######## sr_latch_bank ########
sr_latch_bank, placement view:
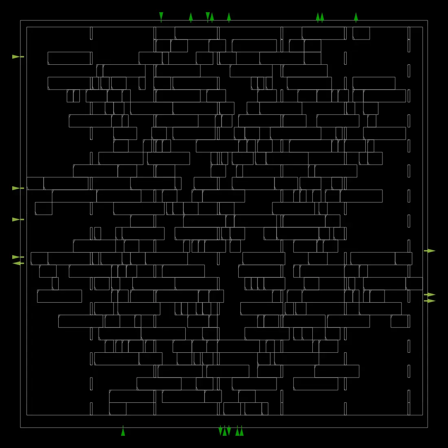

[src/rtl/sr_latch_pkg.sv]
// rtl/sr_latch_pkg.sv - shared constants and helpers for the set/reset latch bank
// Purpose: contention-mode encodings and the debounce counter width helper.
// Ports:   none (package).
package sr_latch_pkg;

   localparam int SRL_MODE_NOR     = 0;
   localparam int SRL_MODE_SET_DOM = 1;
   localparam int SRL_MODE_RST_DOM = 2;

   typedef enum logic [1:0] {
      SRL_NOR     = 2'd0,
      SRL_SET_DOM = 2'd1,
      SRL_RST_DOM = 2'd2
   } srl_mode_e;

   // Counter must be able to hold DEBOUNCE_CYCLES; clamp so a 1-cycle filter still gets 1 bit.
   function automatic int srl_cnt_w(input int debounce_cycles);
      if (debounce_cycles < 1)
         return 1;
      return $clog2(debounce_cycles + 1);
   endfunction

endpackage

[src/rtl/switch_debouncer.sv]
// rtl/switch_debouncer.sv - two-flop synchroniser plus stable-level debounce filter
// Purpose: accepts a new level of an asynchronous, bouncy active-low switch only after
//          DEBOUNCE_CYCLES consecutive synchronised samples at that new level.
// Ports:   Clk      - system clock
//          Reset    - asynchronous active-high reset
//          raw_n    - raw active-low switch pin
//          level_n  - filtered active-low level (1 = inactive after reset)
module switch_debouncer
   import sr_latch_pkg::*;
#(
   parameter int DEBOUNCE_CYCLES = 16,
   parameter int CNT_W           = srl_cnt_w(DEBOUNCE_CYCLES)
) (
   input  logic Clk,
   input  logic Reset,
   input  logic raw_n,
   output logic level_n
);

   localparam logic [CNT_W-1:0] CNT_LAST = CNT_W'(DEBOUNCE_CYCLES - 1);

   logic             sync1;
   logic             sync2;
   logic [CNT_W-1:0] cnt;

   always_ff @(posedge Clk or posedge Reset) begin
      if (Reset) begin
         sync1   <= 1'b1;
         sync2   <= 1'b1;
         level_n <= 1'b1;
         cnt     <= '0;
      end else begin
         sync1 <= raw_n;
         sync2 <= sync1;
         // Any sample matching the accepted level discards partial progress.
         if (sync2 == level_n) begin
            cnt <= '0;
         end else if (cnt == CNT_LAST) begin
            level_n <= sync2;
            cnt     <= '0;
         end else begin
            cnt <= cnt + CNT_W'(1);
         end
      end
   end

endmodule

[src/rtl/sr_latch_bank.sv]
// rtl/sr_latch_bank.sv - bank of debounced set/reset latches with selectable contention mode
// Purpose: CHANNELS independent latches driven by active-low panel switches. MODE selects
//          behaviour when set and reset are both active: 0 = NOR (both outputs low, state
//          held), 1 = set-dominant, 2 = reset-dominant.
// Ports:   Clk      - system clock
//          Reset    - asynchronous active-high reset
//          _Set     - raw active-low set switches, one per channel
//          _Reset   - raw active-low reset switches, one per channel
//          Q        - registered latch output
//          nQ       - registered complementary output (both low during NOR contention)
//          Changed  - one-clock pulse whenever Q[i] changes
module sr_latch_bank
   import sr_latch_pkg::*;
#(
   parameter int CHANNELS        = 4,
   parameter int DEBOUNCE_CYCLES = 16,
   parameter int MODE            = SRL_MODE_NOR,
   parameter int CNT_W           = srl_cnt_w(DEBOUNCE_CYCLES)
) (
   input  logic                Clk,
   input  logic                Reset,
   input  logic [CHANNELS-1:0] _Set,
   input  logic [CHANNELS-1:0] _Reset,
   output logic [CHANNELS-1:0] Q,
   output logic [CHANNELS-1:0] nQ,
   output logic [CHANNELS-1:0] Changed
);

   generate
      if (MODE < SRL_MODE_NOR || MODE > SRL_MODE_RST_DOM) begin : g_bad_mode
         $error("sr_latch_bank: illegal MODE %0d", MODE);
      end
      if (CHANNELS < 1 || CHANNELS > 32) begin : g_bad_channels
         $error("sr_latch_bank: CHANNELS %0d out of range 1..32", CHANNELS);
      end
      if (DEBOUNCE_CYCLES < 1) begin : g_bad_debounce
         $error("sr_latch_bank: DEBOUNCE_CYCLES must be at least 1");
      end
   endgenerate

   logic [CHANNELS-1:0] set_lvl_n;
   logic [CHANNELS-1:0] rst_lvl_n;

   for (genvar i = 0; i < CHANNELS; i++) begin : g_ch
      logic m;
      logic m_next;
      logic s;
      logic r;
      logic contend;
      logic q_next;

      switch_debouncer #(
         .DEBOUNCE_CYCLES(DEBOUNCE_CYCLES),
         .CNT_W          (CNT_W)
      ) u_db_set (
         .Clk    (Clk),
         .Reset  (Reset),
         .raw_n  (_Set[i]),
         .level_n(set_lvl_n[i])
      );

      switch_debouncer #(
         .DEBOUNCE_CYCLES(DEBOUNCE_CYCLES),
         .CNT_W          (CNT_W)
      ) u_db_rst (
         .Clk    (Clk),
         .Reset  (Reset),
         .raw_n  (_Reset[i]),
         .level_n(rst_lvl_n[i])
      );

      always_comb begin
         s       = ~set_lvl_n[i];
         r       = ~rst_lvl_n[i];
         m_next  = m;
         contend = 1'b0;
         if (s && !r) begin
            m_next = 1'b1;
         end else if (!s && r) begin
            m_next = 1'b0;
         end else if (s && r) begin
            if (MODE == SRL_MODE_SET_DOM)
               m_next = 1'b1;
            else if (MODE == SRL_MODE_RST_DOM)
               m_next = 1'b0;
            else
               contend = 1'b1;   // NOR: state held, both outputs pulled low
         end
         q_next = contend ? 1'b0 : m_next;
      end

      // Outputs are registered from the next state so Q moves on the same edge as M.
      always_ff @(posedge Clk or posedge Reset) begin
         if (Reset) begin
            m          <= 1'b0;
            Q[i]       <= 1'b0;
            nQ[i]      <= 1'b1;
            Changed[i] <= 1'b0;
         end else begin
            m          <= m_next;
            Q[i]       <= q_next;
            nQ[i]      <= contend ? 1'b0 : ~m_next;
            Changed[i] <= (q_next != Q[i]);
         end
      end
   end

endmodule
[config.mk]
export PLATFORM = sky130hd
export DESIGN_NAME = sr_latch_bank
export DESIGN_NICKNAME = d
export VERILOG_FILES = /design/src/rtl/sr_latch_pkg.sv /design/src/rtl/switch_debouncer.sv /design/src/rtl/sr_latch_bank.sv
export SDC_FILE = /design/constraint.sdc
export NUM_CORES = 1
export LEC_CHECK = 0
export CAP_MARGIN = 20
export CORE_UTILIZATION = 40
export DETAILED_ROUTE_END_ITERATION = 10
export MAX_ROUTING_LAYER = met4
export PLACE_DENSITY = 0.63
export SKIP_LAST_GASP = 1
export SLEW_MARGIN = 25
export SYNTH_ARGS = -nofsm -noshare
export SYNTH_HDL_FRONTEND = slang
export SYNTH_SLANG_ARGS = --single-unit
[constraint.sdc]
create_clock -name Clk -period 3.8 [get_ports Clk]
set_clock_uncertainty 0.1 [all_clocks]
set_input_delay 0.76 -clock Clk [delete_from_list [all_inputs] [get_ports Clk]]
set_output_delay 0.76 -clock Clk [all_outputs]
set_load 0.1 [all_outputs]
######## png_ctrl ########
===== config.mk =====
export PLATFORM = sky130hd
export DESIGN_NAME = png_ctrl
export DESIGN_NICKNAME = d
export VERILOG_FILES = /design/src/rtl/png_ctrl.sv
export SDC_FILE = /design/constraint.sdc
export NUM_CORES = 1
export LEC_CHECK = 0
export CAP_MARGIN = 5
export CORE_AREA = 10 10 97 99
export CTS_CLUSTER_DIAMETER = 60
export DETAILED_ROUTE_END_ITERATION = 10
export DIE_AREA = 0 0 107 109
export PLACE_DENSITY = 0.79
export SLEW_MARGIN = 30
export SYNTH_ARGS = -nofsm -noshare
export SYNTH_HDL_FRONTEND = slang
export SYNTH_SLANG_ARGS = --single-unit

===== constraint.sdc =====
create_clock -name clk -period 2.8 [get_ports clk]
set_clock_uncertainty 0.2 [all_clocks]
set_input_delay 0.56 -clock clk [delete_from_list [all_inputs] [get_ports clk]]
set_output_delay 0.56 -clock clk [all_outputs]
set_load 0.03 [all_outputs]

===== src/rtl/png_ctrl.sv =====
// png_ctrl: frame-level sequencer for the PNG encoder datapath.
// Latches and validates the frame size, fans out the stage start pulses in
// order, tracks stage completion with sticky flags, guards every wait phase
// with a watchdog, and reports either one done pulse or an error code.
module png_ctrl #(
    parameter int                W_WD    = 13,
    parameter int                H_WD    = 13,
    parameter int                W_MAX   = 4096,
    parameter int                TMO_WD  = 24,
    parameter logic [TMO_WD-1:0] TMO_CYC = 24'hFFFFFF
) (
    input  logic            clk,
    input  logic            rst,
    input  logic            start_i,
    input  logic            abort_i,
    input  logic [W_WD-1:0] cfg_w_i,
    input  logic [H_WD-1:0] cfg_h_i,
    input  logic            filter_done_i,
    input  logic            lz77_done_i,
    input  logic            adler32_done_i,
    input  logic            bs_done_i,
    input  logic            crc32_done_i,
    output logic [W_WD-1:0] cfg_w_o,
    output logic [H_WD-1:0] cfg_h_o,
    output logic            filter_start_o,
    output logic            lz77_start_o,
    output logic            adler32_start_o,
    output logic            bs_start_o,
    output logic            crc32_start_o,
    output logic            busy_o,
    output logic            done_o,
    output logic            err_o,
    output logic [2:0]      err_code_o,
    output logic [15:0]     frm_cnt_o
);

    typedef enum logic [2:0] {
        S_IDLE, S_CHK, S_LAUNCH, S_FILT, S_LZ, S_TAIL, S_DONE, S_ERR
    } state_t;

    localparam logic [2:0] EC_NONE = 3'd0;
    localparam logic [2:0] EC_CFG  = 3'd1;
    localparam logic [2:0] EC_FILT = 3'd2;
    localparam logic [2:0] EC_LZ   = 3'd3;
    localparam logic [2:0] EC_BS   = 3'd4;

    localparam logic [W_WD-1:0]   W_MAX_V = W_WD'(W_MAX);
    // Watchdog fires on the cycle the counter shows its last legal value.
    localparam logic [TMO_WD-1:0] WD_LAST = TMO_CYC - 1'b1;

    state_t            state_q, state_n;
    logic [W_WD-1:0]   cfg_w_q;
    logic [H_WD-1:0]   cfg_h_q;
    logic              start4_q, lz77_start_q, busy_q, done_q, err_q;
    logic [2:0]        err_code_q, code_n;
    logic [15:0]       frm_cnt_q;
    logic [TMO_WD-1:0] wd_q;
    logic              lz_flag_q, bs_flag_q, adler_flag_q, crc_flag_q;

    logic cfg_bad, wd_hit, lz_seen, bs_seen, any_done, in_wait, in_run;

    assign cfg_bad  = (cfg_w_q == '0) || (cfg_h_q == '0) || (cfg_w_q > W_MAX_V);
    assign wd_hit   = (wd_q == WD_LAST);
    // Sticky flag or same-cycle pulse both count as "seen".
    assign lz_seen  = lz_flag_q | lz77_done_i;
    assign bs_seen  = bs_flag_q | bs_done_i;
    assign any_done = filter_done_i | lz77_done_i | adler32_done_i | bs_done_i | crc32_done_i;
    assign in_wait  = (state_q == S_FILT) || (state_q == S_LZ) || (state_q == S_TAIL);
    assign in_run   = (state_q == S_CHK) || (state_q == S_LAUNCH) || in_wait;

    // State register.
    always_ff @(posedge clk) begin
        if (rst) state_q <= S_IDLE;
        else     state_q <= state_n;
    end

    // Next-state and error-code selection; abort overrides any done event.
    always_comb begin
        state_n = state_q;
        code_n  = EC_NONE;
        case (state_q)
            S_IDLE:   if (start_i) state_n = S_CHK;
            S_CHK: begin
                code_n  = EC_CFG;
                state_n = cfg_bad ? S_ERR : S_LAUNCH;
            end
            S_LAUNCH: state_n = S_FILT;
            S_FILT: begin
                code_n = EC_FILT;
                if (filter_done_i)  state_n = S_LZ;
                else if (wd_hit)    state_n = S_ERR;
            end
            S_LZ: begin
                // bs may already be in: skip TAIL and finish straight away.
                code_n = EC_LZ;
                if (lz_seen)        state_n = bs_seen ? S_DONE : S_TAIL;
                else if (wd_hit)    state_n = S_ERR;
            end
            S_TAIL: begin
                code_n = EC_BS;
                if (bs_seen)        state_n = S_DONE;
                else if (wd_hit)    state_n = S_ERR;
            end
            S_DONE:   state_n = S_IDLE;
            S_ERR:    if (abort_i) state_n = S_IDLE;
            default:  state_n = S_IDLE;
        endcase
        if (abort_i && in_run) state_n = S_IDLE;
    end

    // Registered outputs, all derived from the upcoming state.
    always_ff @(posedge clk) begin
        if (rst) begin
            cfg_w_q      <= '0;
            cfg_h_q      <= '0;
            start4_q     <= 1'b0;
            lz77_start_q <= 1'b0;
            busy_q       <= 1'b0;
            done_q       <= 1'b0;
            err_q        <= 1'b0;
            err_code_q   <= EC_NONE;
            frm_cnt_q    <= '0;
        end else begin
            if (state_q == S_IDLE && start_i) begin
                cfg_w_q <= cfg_w_i;
                cfg_h_q <= cfg_h_i;
            end
            start4_q     <= (state_n == S_LAUNCH);
            lz77_start_q <= (state_q == S_FILT) && (state_n == S_LZ);
            busy_q       <= (state_n == S_CHK) || (state_n == S_LAUNCH) ||
                            (state_n == S_FILT) || (state_n == S_LZ) || (state_n == S_TAIL);
            done_q       <= (state_n == S_DONE);
            err_q        <= (state_n == S_ERR);
            if (state_n == S_ERR) begin
                if (state_q != S_ERR) err_code_q <= code_n;
            end else begin
                err_code_q <= EC_NONE;
            end
            if (state_n == S_DONE) frm_cnt_q <= frm_cnt_q + 16'd1;
        end
    end

    // Sticky completion flags: armed after LAUNCH, cleared on LAUNCH or return to IDLE.
    always_ff @(posedge clk) begin
        if (rst || state_n == S_LAUNCH || state_n == S_IDLE) begin
            lz_flag_q    <= 1'b0;
            bs_flag_q    <= 1'b0;
            adler_flag_q <= 1'b0;
            crc_flag_q   <= 1'b0;
        end else if (in_wait) begin
            lz_flag_q    <= lz_flag_q    | lz77_done_i;
            bs_flag_q    <= bs_flag_q    | bs_done_i;
            adler_flag_q <= adler_flag_q | adler32_done_i;
            crc_flag_q   <= crc_flag_q   | crc32_done_i;
        end
    end

    // Watchdog: restarts on any transition or done event, counts only while waiting.
    always_ff @(posedge clk) begin
        if (rst || state_n != state_q || any_done || !in_wait) wd_q <= '0;
        else                                                   wd_q <= wd_q + 1'b1;
    end

    assign cfg_w_o         = cfg_w_q;
    assign cfg_h_o         = cfg_h_q;
    assign filter_start_o  = start4_q;
    assign adler32_start_o = start4_q;
    assign bs_start_o      = start4_q;
    assign crc32_start_o   = start4_q;
    assign lz77_start_o    = lz77_start_q;
    assign busy_o          = busy_q;
    assign done_o          = done_q;
    assign err_o           = err_q;
    assign err_code_o      = err_code_q;
    assign frm_cnt_o       = frm_cnt_q;

endmodule


png_ctrl, placement view:
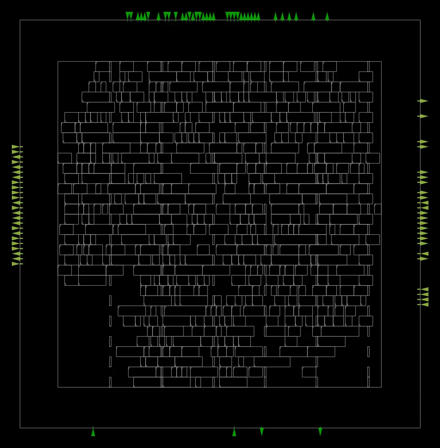
Layout Cells excl Fill: 633
Filler cells: 659

png_ctrl, placed cells, one colour a class:
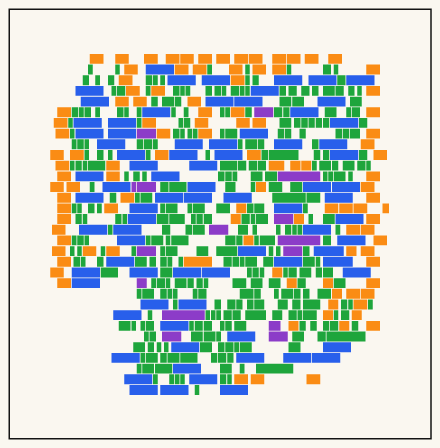
remaining buffers and delay cells -> orange  # cells 106
combinational and other logic -> green  # cells 331
clock drivers and dummy loads -> purple  # cells 15
sequential cells -> blue  # cells 79
area of all placed cells without fillers: 4930 µm²
final core occ: 0.655

==> run notes, png_ctrl <==
yosys + openroad results -> status complete, no violations, share of layout cells above drive strength 1 0.105, hold buffer count at cts 0, via count 3373, DRT antenna net count 0, Synth Area per Inst 8.42 µm², Yosys chip area 3650 µm², # port buffers 87, largest family of logic cells by area simple AND/OR/NAND/NOR gates, logic share of the area 0.388, Setup Viol. Count Final 0, switching component of the power 585 µW, Logic Gate Count 318, logic area 1910 µm², Total Power 2.46 mW, Detailed Place HPWL 6.84 mm, cells after synthesis 433, worst path required time 2.88 ns, total clock buffers created by CTS 9, WP depth 10, RR Startpoint cfg_w_o[3]$_SDFFE_PP0P_, P per Cell Area 498 nW/µm², # clk buffers 10, Max-Cap Viols 0, count leader, synth dfxtp_1, Die Ht 109 µm, WP buf/inv 3, clock transition at the registers of the reported paths 0.08 ns, depth of the CTS H-tree 3, Final clock-cell share 0.0474
-- png_ctrl: per-layer routing --
layer	GRT usage	share of wire	up-vias	wire [µm]
met5	0	0	-	0
met4	0.0638	0.0087	0	83
met3	0.0555	0.060	6	577
met2	0.279	0.51	71	4840
met1	0.183	0.42	1593	4060
li1	-	-	1703	-
-- png_ctrl: cells in the final DEF, fill, tap and decap left out, types with 4 or more instances in the layout --
cell type	netlist	layout
dfxtp_1	79	77
nor3_1	7	7
clkbuf_8	0	9
clkdlybuf4s50_1	0	86
a31o_1	4	4
nand2b_1	4	4
o21ai_1	5	4
nand4b_1	4	4
and3_1	16	16
nand4_1	8	8
buf_4	8	17
inv_1	13	13
a21oi_1	46	46
nor2_1	52	52
nand2_1	63	63
xnor2_1	11	11
nand3_1	24	24
xor2_1	14	14
-- png_ctrl: registers in the layout (all words and copies together), names as in the netlist, 3 cells and up --
register	count
cfg_h_o	13
state_q	3
err_code_o	3
frm_cnt_o	16
wd_q	24
cfg_w_o	13
sr_latch_bank, sequential cells grouped by signal name:
Bar = 20 µm. Other sequential cells in the stronger grey, the rest of the logic in the fainter grey.
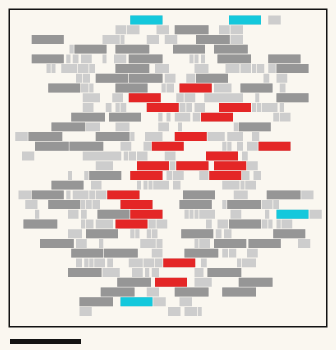
`g_ch.u_db_rst.cnt` -> red  # flops 20, where centre
`Changed` -> cyan  # flops 4
not coloured = 56
Seq area share: 0.573
final core occ: 0.490

## Picture notes: 'placement view' of sr_latch_bank
Filler cells: 656
Layout Cells excl Fill: 366
Flops: 80
core area: 7250 µm²

==> run notes, sr_latch_bank <==
yosys + openroad results -> GRT overflow 0, Slowest cell on crit path clkdlybuf4s50_1, Setup crit start kind flip-flop, minimum clock period 2.83 ns, Comb pwr share 0.045, vias in the first global route 1554, share of layout cells above drive strength 1 0.213, Detailed Place HPWL 2.63 mm, top post-synthesis cells by count dfrtp_1, nor2_1, dfstp_2, Global Route Usage Sum 0.121, largest net degree at the start of global routing 34, Critical Path AT 1.97 ns, RSZ-0062 raised after global routing false, power in sequential cells 909 µW, top_reg_cell synth dfrtp_1, count leader, synth dfrtp_1, reg2reg path depth 4, depth of the CTS H-tree 3, Die Ht 88.5 µm, status complete, no violations, clock transition at the registers of the reported paths 0.07 ns
-- sr_latch_bank: kinds of logic after synthesis --
| family | count (synthesis) | synth area share |
|---|---|---|
| multiplexers | 8 | 0.0301 |
| AND-OR/OR-AND | 19 | 0.0435 |
| XOR/XNOR | 28 | 0.0820 |
| buffers and inverters | 19 | 0.0238 |
| AND/OR/NAND/NOR | 66 | 0.106 |
| flip-flops | 80 | 0.681 |
| adder cells (fa/ha/maj) | 8 | 0.0335 |
-- sr_latch_bank: stage by stage --
| stage | utilization | instances | power (mW) |
|---|---|---|---|
| 3_3_place_gp | 0.461 | 350 | 0.998 |
| 3_5_place_dp | 0.461 | 350 | 1.00 |
| 4_1_cts | 0.490 | 366 | 1.68 |
| 5_1_grt | 0.490 | 366 | 1.72 |
| 2_1_floorplan | - | 228 | 0.974 |
| 6_report | 0.490 | 366 | 1.64 |
-- sr_latch_bank: area by class of cell --
type | count | area, µm² | share of cell area
Timing Repair Buffer | 23 | 225 | 0.0634
Multi-Input combinational cell | 129 | 883 | 0.249
Clock inverter | 3 | 65.1 | 0.0183
Clock buffer | 13 | 149 | 0.0419
Sequential cell | 80 | 2040 | 0.573
Inverter | 19 | 71.3 | 0.0201
Tap cell | 99 | 124 | 0.0348

######## key_entry_ctrl ########
key_entry_ctrl, placement density heat map:
The die is cut into 9 by 9 equal tiles; white is low, dark blue is high, 0 to 100% covered.
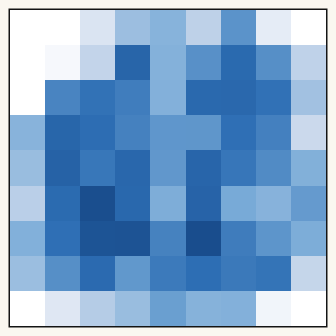

## config.mk

```make
export PLATFORM = sky130hd
export DESIGN_NAME = key_entry_ctrl
export DESIGN_NICKNAME = d
export VERILOG_FILES = /design/src/rtl/key_entry_ctrl.sv
export SDC_FILE = /design/constraint.sdc
export NUM_CORES = 1
export LEC_CHECK = 0
export CORE_MARGIN = 2
export CORE_UTILIZATION = 43
export DETAILED_ROUTE_END_ITERATION = 10
export GPL_TIMING_DRIVEN = 0
export PLACE_DENSITY = 0.77
export RECOVER_POWER = 25
export SLEW_MARGIN = 20
export SYNTH_ARGS = -nofsm -noshare
export SYNTH_HDL_FRONTEND = slang
export SYNTH_SLANG_ARGS = --single-unit
```

## constraint.sdc

```tcl
create_clock -name clk -period 2.14 [get_ports clk]
set_clock_uncertainty 0.1 [all_clocks]
set_input_delay 0.214 -clock clk [delete_from_list [all_inputs] [get_ports clk]]
set_output_delay 0.214 -clock clk [all_outputs]
set_load 0.1 [all_outputs]
```

## src/rtl/key_entry_ctrl.sv

```systemverilog
// Keyboard-entry and result-display controller: builds a hex operand from key events,
// hands it to the compute block over valid/ready and holds the returned result on the display.
module key_entry_ctrl #(
    parameter int DIGITS      = 8,
    parameter int OPER_DIGITS = 4,
    parameter int RES_DIGITS  = 4,
    parameter int TIMEOUT     = 0
) (
    input  logic                     clk,
    input  logic                     reset,
    input  logic                     key_valid,
    input  logic [1:0]               key_kind,
    input  logic [3:0]               key_code,
    output logic                     op_valid,
    output logic [4*OPER_DIGITS-1:0] op_data,
    input  logic                     op_ready,
    input  logic                     res_valid,
    input  logic [4*RES_DIGITS-1:0]  res_data,
    input  logic                     res_error,
    output logic [4*DIGITS-1:0]      numb,
    output logic [DIGITS-1:0]        mask,
    output logic                     error,
    output logic                     busy
);

    localparam int NW = 4 * DIGITS;
    localparam int CW = $clog2(DIGITS + 1);
    localparam int TW = (TIMEOUT > 1) ? $clog2(TIMEOUT) : 1;
    localparam logic [TW-1:0] TMAX = TW'((TIMEOUT > 0) ? TIMEOUT - 1 : 0);

    localparam logic [1:0] K_DIGIT = 2'b00;
    localparam logic [1:0] K_ENTER = 2'b01;
    localparam logic [1:0] K_BACK  = 2'b10;
    localparam logic [1:0] K_CLEAR = 2'b11;

    typedef enum logic [1:0] {S_ENTRY, S_ISSUE, S_WAIT, S_SHOW} state_t;

    state_t        state;
    logic [CW-1:0] cnt;
    logic [TW-1:0] timer;

    // Digits at or above the entered count are blanked; with nothing entered all are blank.
    function automatic logic [DIGITS-1:0] entry_mask(input logic [CW-1:0] c);
        logic [DIGITS-1:0] m;
        for (int i = 0; i < DIGITS; i++) m[i] = (CW'(i) >= c);
        return m;
    endfunction

    function automatic logic [DIGITS-1:0] result_mask();
        logic [DIGITS-1:0] m;
        for (int i = 0; i < DIGITS; i++) m[i] = (i >= RES_DIGITS);
        return m;
    endfunction

    function automatic logic [NW-1:0] shift_in(input logic [NW-1:0] v, input logic [3:0] k);
        logic [NW-1:0] t;
        t      = v << 4;
        t[3:0] = k;
        return t;
    endfunction

    function automatic logic [NW-1:0] zext_res(input logic [4*RES_DIGITS-1:0] r);
        logic [NW-1:0] t;
        t                    = '0;
        t[4*RES_DIGITS-1:0]  = r;
        return t;
    endfunction

    function automatic logic [NW-1:0] zext_key(input logic [3:0] k);
        logic [NW-1:0] t;
        t      = '0;
        t[3:0] = k;
        return t;
    endfunction

    // numb does not move while the operand is offered, so the slice is a stable registered value.
    assign op_data = numb[4*OPER_DIGITS-1:0];

    always_ff @(posedge clk) begin
        if (reset) begin
            state    <= S_ENTRY;
            cnt      <= '0;
            numb     <= '0;
            mask     <= '1;
            error    <= 1'b0;
            op_valid <= 1'b0;
            busy     <= 1'b0;
            timer    <= '0;
        end else if (key_valid && key_kind == K_CLEAR) begin
            state    <= S_ENTRY;
            cnt      <= '0;
            numb     <= '0;
            mask     <= '1;
            error    <= 1'b0;
            op_valid <= 1'b0;
            busy     <= 1'b0;
        end else begin
            case (state)
                S_ENTRY: begin
                    if (key_valid) begin
                        case (key_kind)
                            K_DIGIT: if (cnt < CW'(DIGITS)) begin
                                numb <= shift_in(numb, key_code);
                                cnt  <= cnt + 1'b1;
                                mask <= entry_mask(cnt + 1'b1);
                            end
                            K_BACK: if (cnt != '0) begin
                                numb <= numb >> 4;
                                cnt  <= cnt - 1'b1;
                                mask <= entry_mask(cnt - 1'b1);
                            end
                            K_ENTER: if (cnt != '0) begin
                                state    <= S_ISSUE;
                                op_valid <= 1'b1;
                                busy     <= 1'b1;
                            end
                            default: ;
                        endcase
                    end
                end
                S_ISSUE: begin
                    if (op_ready) begin
                        state    <= S_WAIT;
                        op_valid <= 1'b0;
                        timer    <= '0;
                    end
                end
                S_WAIT: begin
                    if (res_valid) begin
                        numb  <= zext_res(res_data);
                        mask  <= result_mask();
                        error <= res_error;
                        busy  <= 1'b0;
                        state <= S_SHOW;
                    end else if (TIMEOUT > 0 && timer == TMAX) begin
                        error <= 1'b1;
                        busy  <= 1'b0;
                        state <= S_SHOW;
                    end else begin
                        timer <= timer + 1'b1;
                    end
                end
                S_SHOW: begin
                    if (key_valid) begin
                        case (key_kind)
                            K_DIGIT: begin
                                numb  <= zext_key(key_code);
                                cnt   <= CW'(1);
                                mask  <= entry_mask(CW'(1));
                                error <= 1'b0;
                                state <= S_ENTRY;
                            end
                            K_BACK: begin
                                numb  <= '0;
                                cnt   <= '0;
                                mask  <= '1;
                                error <= 1'b0;
                                state <= S_ENTRY;
                            end
                            default: ;
                        endcase
                    end
                end
                default: state <= S_ENTRY;
            endcase
        end
    end

endmodule

```

######## riscv_dift_lsu ########
$ cat src/rtl/riscv_defines.sv
// Shared encodings and request bundle for the DIFT load/store unit.
// Data-type codes match the EX-stage data_type field.
package riscv_defines;

    typedef enum logic [1:0] {
        TYPE_WORD = 2'b00,
        TYPE_HALF = 2'b01,
        TYPE_BYTE = 2'b10
    } data_type_e;

    typedef enum logic [1:0] {
        IDLE        = 2'b00,
        WAIT_GNT    = 2'b01,
        WAIT_RVALID = 2'b10
    } lsu_state_e;

    typedef struct packed {
        logic [1:0] dtype;
        logic       sign_ext;
        logic [1:0] offset;
        logic       we;
        logic       rs1_tag;
        logic       prop_en;
    } lsu_req_t;

    function automatic logic [3:0] byte_enable(
        input logic [1:0] dtype,
        input logic [1:0] off
    );
        logic [3:0] be;
        unique case (dtype)
            TYPE_HALF: be = 4'b0011 << {off[1], 1'b0};
            TYPE_BYTE: be = 4'b0001 << off;
            default:   be = 4'b1111;
        endcase
        return be;
    endfunction

    function automatic logic is_misaligned(
        input logic [1:0] dtype,
        input logic [1:0] off
    );
        logic mis;
        unique case (dtype)
            TYPE_WORD: mis = (off != 2'b00);
            TYPE_HALF: mis = off[0];
            default:   mis = 1'b0;
        endcase
        return mis;
    endfunction

endpackage

$ cat src/rtl/riscv_load_align.sv
// Load data alignment: shift the returned word down to the accessed
// byte lane, then zero- or sign-extend byte/half results.
module riscv_load_align
    import riscv_defines::*;
(
    input  logic [31:0] rdata,
    input  logic [1:0]  offset,
    input  logic [1:0]  dtype,
    input  logic        sign_ext,
    output logic [31:0] data
);

    logic [31:0] shifted;
    logic        sbit;

    always_comb begin
        shifted = rdata >> {offset, 3'b000};
        sbit    = 1'b0;
        data    = shifted;
        unique case (dtype)
            TYPE_BYTE: begin
                sbit = sign_ext & shifted[7];
                data = {{24{sbit}}, shifted[7:0]};
            end
            TYPE_HALF: begin
                sbit = sign_ext & shifted[15];
                data = {{16{sbit}}, shifted[15:0]};
            end
            default: data = shifted;
        endcase
    end

endmodule

$ cat src/rtl/riscv_dift_lsu.sv
// Load/store unit with a one-bit DIFT tag per data word.
// Single outstanding transaction; a new request may issue in the rvalid cycle.
module riscv_dift_lsu
    import riscv_defines::*;
(
    input  logic        clk,
    input  logic        rst_n,
    input  logic        data_req_ex_i,
    input  logic        data_we_ex_i,
    input  logic [1:0]  data_type_ex_i,
    input  logic        data_sign_ext_ex_i,
    input  logic [31:0] data_addr_ex_i,
    input  logic [31:0] data_wdata_ex_i,
    input  logic        data_wdata_tag_ex_i,
    input  logic        data_we_tag_ex_i,
    input  logic        rs1_tag_ex_i,
    input  logic        load_prop_en_ex_i,
    input  logic        ex_valid_i,
    output logic        lsu_ready_ex_o,
    output logic        lsu_ready_wb_o,
    output logic        data_misaligned_o,
    output logic [31:0] data_rdata_wb_o,
    output logic        data_rdata_wb_tag_o,
    output logic        data_req_o,
    input  logic        data_gnt_i,
    input  logic        data_rvalid_i,
    output logic [31:0] data_addr_o,
    output logic        data_we_o,
    output logic [3:0]  data_be_o,
    output logic [31:0] data_wdata_o,
    output logic        data_wdata_tag_o,
    output logic        data_we_tag_o,
    input  logic [31:0] data_rdata_i,
    input  logic        data_rdata_tag_i
);

    lsu_state_e  state_q;
    lsu_state_e  state_d;
    lsu_req_t    req_q;
    lsu_req_t    req_d;
    logic [31:0] rdata_wb_q;
    logic        rdata_tag_q;
    logic [31:0] rdata_aligned;
    logic [1:0]  off;
    logic        misaligned;
    logic        can_issue;
    logic        issue;
    logic        wb_en;
    logic        unused_ex_valid;

    assign unused_ex_valid = ex_valid_i;
    assign off             = data_addr_ex_i[1:0];

    assign misaligned = is_misaligned(data_type_ex_i, off);
    assign can_issue  = (state_q == IDLE) ||
                        ((state_q == WAIT_RVALID) && data_rvalid_i);
    assign issue      = can_issue & data_req_ex_i & ~misaligned;

    always_comb begin
        state_d           = state_q;
        data_req_o        = 1'b0;
        data_misaligned_o = 1'b0;
        lsu_ready_wb_o    = 1'b1;
        wb_en             = 1'b0;
        unique case (state_q)
            IDLE: begin
                data_req_o        = issue;
                data_misaligned_o = data_req_ex_i & misaligned;
                if (issue)
                    state_d = data_gnt_i ? WAIT_RVALID : WAIT_GNT;
            end
            WAIT_GNT: begin
                data_req_o = 1'b1;
                if (data_gnt_i)
                    state_d = WAIT_RVALID;
            end
            WAIT_RVALID: begin
                lsu_ready_wb_o = data_rvalid_i;
                if (data_rvalid_i) begin
                    wb_en             = ~req_q.we;
                    data_req_o        = issue;
                    data_misaligned_o = data_req_ex_i & misaligned;
                    if (issue)
                        state_d = data_gnt_i ? WAIT_RVALID : WAIT_GNT;
                    else
                        state_d = IDLE;
                end
            end
            default: state_d = IDLE;
        endcase
    end

    // EX must also hold a new request that arrives before the previous rvalid.
    assign lsu_ready_ex_o = ~((data_req_o & ~data_gnt_i) |
                              ((state_q == WAIT_RVALID) & ~data_rvalid_i &
                               data_req_ex_i));

    assign data_addr_o      = {data_addr_ex_i[31:2], 2'b00};
    assign data_we_o        = data_we_ex_i;
    assign data_be_o        = byte_enable(data_type_ex_i, off);
    assign data_wdata_tag_o = data_wdata_tag_ex_i;
    assign data_we_tag_o    = data_we_o & data_we_tag_ex_i;

    always_comb begin
        unique case (off)
            2'd1:    data_wdata_o = {data_wdata_ex_i[23:0], data_wdata_ex_i[31:24]};
            2'd2:    data_wdata_o = {data_wdata_ex_i[15:0], data_wdata_ex_i[31:16]};
            2'd3:    data_wdata_o = {data_wdata_ex_i[7:0],  data_wdata_ex_i[31:8]};
            default: data_wdata_o = data_wdata_ex_i;
        endcase
    end

    always_comb begin
        req_d          = req_q;
        req_d.dtype    = data_type_ex_i;
        req_d.sign_ext = data_sign_ext_ex_i;
        req_d.offset   = off;
        req_d.we       = data_we_ex_i;
        req_d.rs1_tag  = rs1_tag_ex_i;
        req_d.prop_en  = load_prop_en_ex_i;
    end

    riscv_load_align u_load_align (
        .rdata    (data_rdata_i),
        .offset   (req_q.offset),
        .dtype    (req_q.dtype),
        .sign_ext (req_q.sign_ext),
        .data     (rdata_aligned)
    );

    always_ff @(posedge clk) begin
        if (!rst_n) begin
            state_q     <= IDLE;
            req_q       <= '0;
            rdata_wb_q  <= '0;
            rdata_tag_q <= 1'b0;
        end else begin
            state_q <= state_d;
            if (data_req_o && data_gnt_i)
                req_q <= req_d;
            if (wb_en) begin
                rdata_wb_q  <= rdata_aligned;
                rdata_tag_q <= data_rdata_tag_i |
                               (req_q.rs1_tag & req_q.prop_en);
            end
        end
    end

    assign data_rdata_wb_o     = rdata_wb_q;
    assign data_rdata_wb_tag_o = rdata_tag_q;

endmodule
$ cat config.mk
export PLATFORM = sky130hd
export DESIGN_NAME = riscv_dift_lsu
export DESIGN_NICKNAME = d
export VERILOG_FILES = /design/src/rtl/riscv_defines.sv /design/src/rtl/riscv_load_align.sv /design/src/rtl/riscv_dift_lsu.sv
export SDC_FILE = /design/constraint.sdc
export NUM_CORES = 1
export LEC_CHECK = 0
export ABC_AREA = 0
export CORE_MARGIN = 2
export CORE_UTILIZATION = 38
export CTS_CLUSTER_SIZE = 25
export DETAILED_ROUTE_END_ITERATION = 10
export PLACE_DENSITY = 0.94
export SKIP_CTS_REPAIR_TIMING = 1
export SYNTH_ARGS = -nofsm -noshare
export SYNTH_HDL_FRONTEND = slang
export SYNTH_SLANG_ARGS = --single-unit
$ cat constraint.sdc
create_clock -name clk -period 2.49 [get_ports clk]
set_clock_uncertainty 0.1 [all_clocks]
set_input_delay 0.498 -clock clk [delete_from_list [all_inputs] [get_ports clk]]
set_output_delay 0.498 -clock clk [all_outputs]
set_load 0.005 [all_outputs]
######## fe_req_arbiter ########
## config.mk

```make
export PLATFORM = sky130hd
export DESIGN_NAME = fe_req_arbiter
export DESIGN_NICKNAME = d
export VERILOG_FILES = /design/src/rtl/fe_req_arbiter.sv
export SDC_FILE = /design/constraint.sdc
export NUM_CORES = 1
export LEC_CHECK = 0
export ABC_AREA = 1
export CAP_MARGIN = 20
export CORE_MARGIN = 5
export CORE_UTILIZATION = 33
export CTS_CLUSTER_SIZE = 24
export DETAILED_ROUTE_END_ITERATION = 10
export PLACE_DENSITY_LB_ADDON = 0.2
export SKIP_LAST_GASP = 1
export SLEW_MARGIN = 20
export SYNTH_ARGS = -nofsm -noshare
export SYNTH_HDL_FRONTEND = slang
export SYNTH_SLANG_ARGS = --single-unit
```

## constraint.sdc

```tcl
create_clock -name clk -period 5.3 [get_ports clk]
set_input_delay 1.06 -clock clk [delete_from_list [all_inputs] [get_ports clk]]
set_output_delay 1.06 -clock clk [all_outputs]
set_load 0.03 [all_outputs]
```

## src/rtl/fe_req_arbiter.sv

```systemverilog
// Round-robin arbiter sharing the front-end Avalon data channel between
// peripheral front-end devices; the FE writes data that is strobed to the granted device.
module fe_req_arbiter #(
  parameter int NDEV = 4
) (
  input  logic            clk,
  input  logic            reset,
  input  logic [NDEV-1:0] dev_rq,
  output logic [NDEV-1:0] dev_write,
  output logic [31:0]     dev_writedata,
  input  logic            s_address,
  input  logic            s_read,
  output logic [31:0]     s_readdata,
  input  logic            s_write,
  input  logic [31:0]     s_writedata,
  output logic            fe_irq
);

  typedef enum logic [1:0] {
    IDLE,
    GRANT,
    RELEASE
  } state_t;

  localparam logic [2:0] LAST_DEV = 3'(NDEV - 1);

  state_t     state;
  logic [2:0] rr_ptr;
  logic [2:0] grant;
  logic       err;

  logic [7:0] rq8;
  logic [7:0] grant_onehot;
  logic [2:0] pick;
  logic [2:0] grant_inc;
  logic       any_rq;
  logic       rq_granted;
  logic       data_wr;
  logic       ctrl_wr;

  always_comb begin
    rq8 = '0;
    rq8[NDEV-1:0] = dev_rq;
  end

  // First requester at or after rr_ptr, wrapping at NDEV-1 -> 0.
  always_comb begin
    int unsigned idx;
    any_rq = 1'b0;
    pick   = '0;
    idx    = 0;
    for (int unsigned i = 0; i < NDEV; i++) begin
      idx = 32'(rr_ptr) + i;
      if (idx >= NDEV) idx = idx - NDEV;
      if (!any_rq && rq8[idx[2:0]]) begin
        any_rq = 1'b1;
        pick   = idx[2:0];
      end
    end
  end

  assign grant_inc    = (grant == LAST_DEV) ? 3'd0 : grant + 3'd1;
  assign grant_onehot = 8'b1 << grant;
  assign rq_granted   = rq8[grant];
  assign data_wr      = s_write && s_address;
  assign ctrl_wr      = s_write && !s_address;

  always_comb begin
    s_readdata = '0;
    if (s_read && !s_address)
      s_readdata = {(state == GRANT), 7'b0, rq8, 7'b0, err, 5'b0, grant};
  end

  always_ff @(posedge clk or negedge reset) begin
    if (!reset) begin
      state         <= IDLE;
      rr_ptr        <= '0;
      grant         <= '0;
      err           <= 1'b0;
      dev_write     <= '0;
      dev_writedata <= '0;
      fe_irq        <= 1'b0;
    end else begin
      dev_write <= '0;
      // Clear first so a stray write in the same cycle still leaves err set.
      if (ctrl_wr && s_writedata[8]) err <= 1'b0;
      case (state)
        IDLE: begin
          if (data_wr) err <= 1'b1;
          if (any_rq) begin
            grant  <= pick;
            state  <= GRANT;
            fe_irq <= 1'b1;
          end
        end
        GRANT: begin
          if (!rq_granted) begin
            if (data_wr) err <= 1'b1;
            rr_ptr <= grant_inc;
            state  <= IDLE;
            fe_irq <= 1'b0;
          end else if (data_wr) begin
            dev_writedata <= s_writedata;
            dev_write     <= grant_onehot[NDEV-1:0];
            rr_ptr        <= grant_inc;
            state         <= RELEASE;
            fe_irq        <= 1'b0;
          end
        end
        RELEASE: begin
          if (data_wr) err <= 1'b1;
          if (!rq_granted) state <= IDLE;
        end
        default: begin
          state  <= IDLE;
          fe_irq <= 1'b0;
        end
      endcase
    end
  end

endmodule

```

key_entry_ctrl, M3 wires:
Bar = 20 µm.
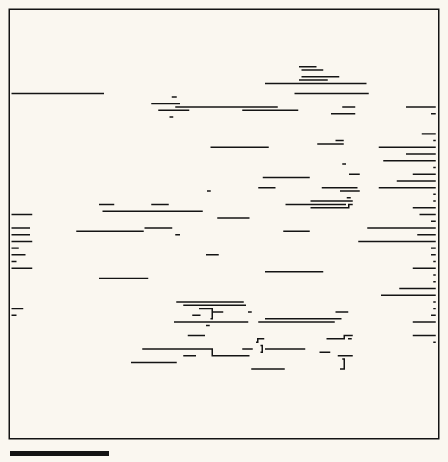
wire length on this layer = 591 µm
nets with wire on the layer = 89
share of all routed wire = 6.3%
main direction = horizontal
Total Wirelength: 9.44 mm
met3 Usage GRT: 0.0457
via count: 3302

Notes on 'placement density heat map' of key_entry_ctrl above:
tiles over 75% full = 21%
nearly empty tiles = 8.6%
mean over tiles = 52%
core area: 6680 µm²
Init Core Util: 0.439
final core occ: 0.597

==> run notes, key_entry_ctrl <==
yosys + openroad results -> status complete, no violations, Post-synth mux share 0.0102, top post-synthesis cells by count nand2_1, dfxtp_1, nor2_1, count leader, synth nand2_1, dpl cell area 3870 µm², vias per std cell 5.70, top_reg_cell synth dfxtp_1, Comb pwr share 0.454, post-synthesis cell type with the largest combined area dfxtp_1, Top Ports 87, Synth area leaders dfxtp_1, nand2_1, buf_4, largest net degree at the start of global routing 17, Final nets 536, Hold Path Cell Cnt 4, logic area 1730 µm², number of flops mapped to enable cells by yosys 0, largest family of logic cells by area simple AND/OR/NAND/NOR gates, worst path required time 1.83 ns, clk buf depth 2, WHS Endpoint numb[1]$_SDFFE_PP0P_, share of layout cells above drive strength 1 0.148, Slowest cell on crit path clkdlybuf4s50_1, Signal buf overhead 0.258, GR met2 Demand/Resource 0.420
==> key_entry_ctrl: state kept, by name (all words and copies together) (netlist names) <==
name      count
numb         32
mask          8
cnt           4
state         2
busy          1
error         1
op_valid      1
==> key_entry_ctrl: worst max-delay path by stage <==
| stage | start | cells after the start | slack (ns) | endpoint |
|---|---|---|---|---|
| finish | mask[4]$_SDFFE_PP1P_ | 1 | 0.04 | mask[4] |
| global route | state[0]$_SDFFE_PP0P_ | 9 | -0.006 | mask[1]$_SDFFE_PP1P_ |
| CTS | state[0]$_SDFFE_PP0P_ | 10 | 0.003 | mask[5]$_SDFFE_PP1P_ |
| detailed placement | state[0]$_SDFFE_PP0P_ | 10 | -0.36 | numb[27]$_SDFFE_PP0P_ |
| global placement | state[0]$_SDFFE_PP0P_ | 10 | -0.29 | numb[25]$_SDFFE_PP0P_ |
| floorplan | state[0]$_SDFFE_PP0P_ | 10 | 0.13 | mask[5]$_SDFFE_PP1P_ |
==> key_entry_ctrl: routing by layer <==
metal / part of all wire / vias to the layer above
met5: 0 / -
met4: 0.025 / 0
met3: 0.063 / 18
met2: 0.49 / 160
met1: 0.42 / 1540
li1: - / 1584
riscv_dift_lsu, placement density heat map:
The die is cut into 10 by 10 equal tiles; white is low, dark blue is high, 0 to 100% covered.
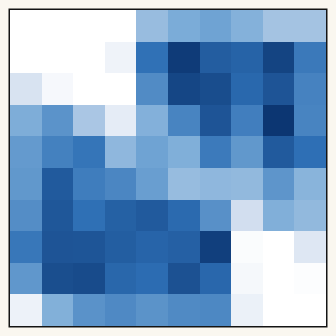
fullest tile = 98%
densest ninth of the die = south
emptiest ninth of the die = north-west
core area: 8810 µm²
final core occ: 0.598
Init Core Util: 0.394

==> run notes, riscv_dift_lsu <==
yosys + openroad results -> Layout Cells excl Fill 590, GP Congestion 0.783, Clock Sinks 43, simple share 0.0870, Setup Viol. Count Final 0, power in sequential cells 745 µW, depth of the CTS H-tree 2, Max VDD drop 335 µV, vias in the first global route 3363, Largest type area fraction 0.248, post-synthesis cell type with the largest combined area dfxtp_1, status complete, no violations, share of layout cells above drive strength 1 0.224, P_clk 566 µW, Synth area leaders dfxtp_1, mux4_2, buf_4, total clock buffers created by CTS 5, top post-synthesis cells by count dfxtp_1, nand2_1, buf_4, worst path required time 1.89 ns, internal power component 1.48 mW, DRT Pass-1 Iters 5, Detailed Place HPWL 8.08 mm, OpenROAD warning count 30, clock transition at the registers of the reported paths 0.08 ns
## riscv_dift_lsu: cell usage in the layout (no fill, tap or decap), drive strengths merged, types with 2 or more instances in the layout
cell type	n
o21ai	32
conb	2
ha	5
a21oi	46
mux4	32
nand2b	4
buf	25
inv	11
dlymetal6s2s	57
and2	2
clkbuf	10
clkdlybuf4s50	93
nand2	43
o211ai	7
mux2	8
nor2	2
dfxtp	43
o2bb2ai	7
a21boi	8
nor3	2
nor2b	4
mux2i	25
## riscv_dift_lsu: critical path: cells and delay by family
family / cells / cell delay (ns)
buf+inv: 3 / 0.85
mux: 1 / 0.52
## riscv_dift_lsu: routing by layer
| layer | GRT usage | vias to the layer above | share of wire |
|---|---|---|---|
| li1 | - | 1523 | - |
| met1 | 0.254 | 1597 | 0.39 |
| met2 | 0.375 | 133 | 0.53 |
| met3 | 0.0246 | 51 | 0.051 |
| met4 | 0.0896 | 0 | 0.035 |
| met5 | 0 | - | 0 |
## riscv_dift_lsu: cell type report
cell class | instances | area, µm²
fill | 697 | 3540
clock inverter | 2 | 35.0
clock buffer | 6 | 82.6
timing repair buffer | 179 | 1950
tap | 108 | 135
multi-input combinational | 241 | 2160
inverter | 11 | 41.3
sequential | 43 | 861
fe_req_arbiter, M3 wires:
Bar = 20 µm.
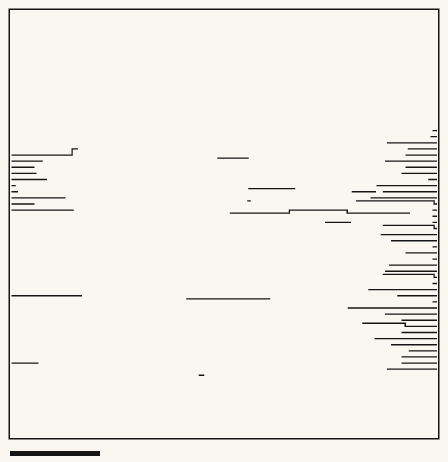
wire length on this layer = 513 µm
nets with wire on the layer = 56
met3 Usage GRT: 0.0403
via count: 2008
Total Wirelength: 5.60 mm

==> run notes, fe_req_arbiter <==
yosys + openroad results -> status complete, no violations, Synth Area per Inst 7.92 µm², Final nets 434, clock transition at the registers of the reported paths 0.08 ns, count leader, synth nand2_1, Top pwr grp combinational cells, RSZ-0062 raised after global routing false, Buffers excl. clock 87, Root Buffer clkbuf_8, register area 1150 µm², switching component of the power 824 µW, Async SR Flop Fraction 1.00, cells after synthesis 302, total clock buffers created by CTS 5, Ys Warns 0, highest routed layer met4, Detailed Place HPWL 4.35 mm
-- fe_req_arbiter: cell families (layout without fill, tap and decap cells) --
kind of cell / after synthesis / after routing / synth area share
and+or+nand+nor: 122 / 122 / 0.209
buffers and inverters: 86 / 150 / 0.179
DFF: 46 / 46 / 0.481
AOI/OAI and AO/OA: 41 / 41 / 0.0973
adders and majority gates: 6 / 6 / 0.0314
other: 1 / 23 / 0.00157
-- fe_req_arbiter: worst paths after layout --
kind | slack (ns) | to | depth (start not counted) | from
worst max-delay path | 1.53 | s_readdata[31] | 5 | s_address
worst min-delay path | 0.48 | fe_irq$_DFFE_PN0P_ | 2 | fe_irq$_DFFE_PN0P_
worst max register to register | 2.77 | dev_writedata[28]$_DFFE_PN0P_ | 7 | grant[1]$_DFFE_PN0P_
worst min register to register | 0.48 | fe_irq$_DFFE_PN0P_ | 2 | fe_irq$_DFFE_PN0P_
max in group asynchronous | 4.14 | dev_writedata[1]$_DFFE_PN0P_ | 1 | reset
min in group asynchronous | 0.76 | dev_writedata[17]$_DFFE_PN0P_ | 1 | reset
-- fe_req_arbiter: state kept, by name (all words and copies together) (netlist names) --
signal	flops
dev_writedata	32
dev_write	4
grant	3
rr_ptr	3
state	2
err	1
fe_irq	1


## Gallery

M3 wires.
Bar = 20 µm.
image #1
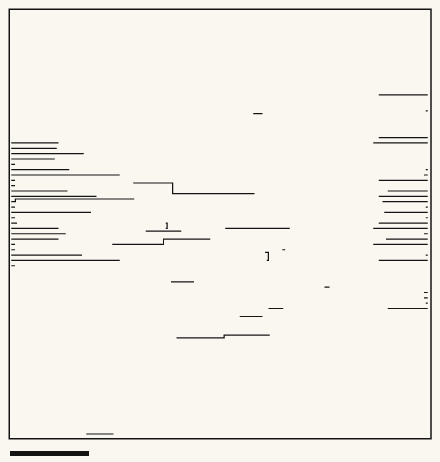
image #2
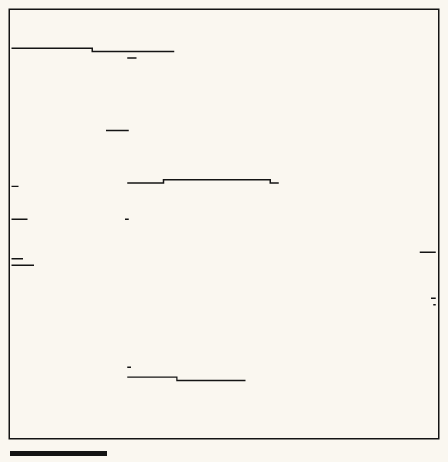
image #3
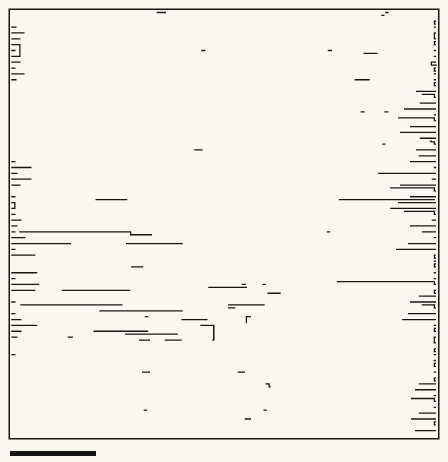
Of these, largest die: image #1
Of these, smallest die: image #2
image #1: png_ctrl
image #2: sr_latch_bank
image #3: riscv_dift_lsu

Key to image #2:
longest straight run = 22.1 µm
main direction = horizontal
share of all routed wire = 3.0%
wire length on this layer = 112 µm

Power is estimated from default activity; no workload was simulated.
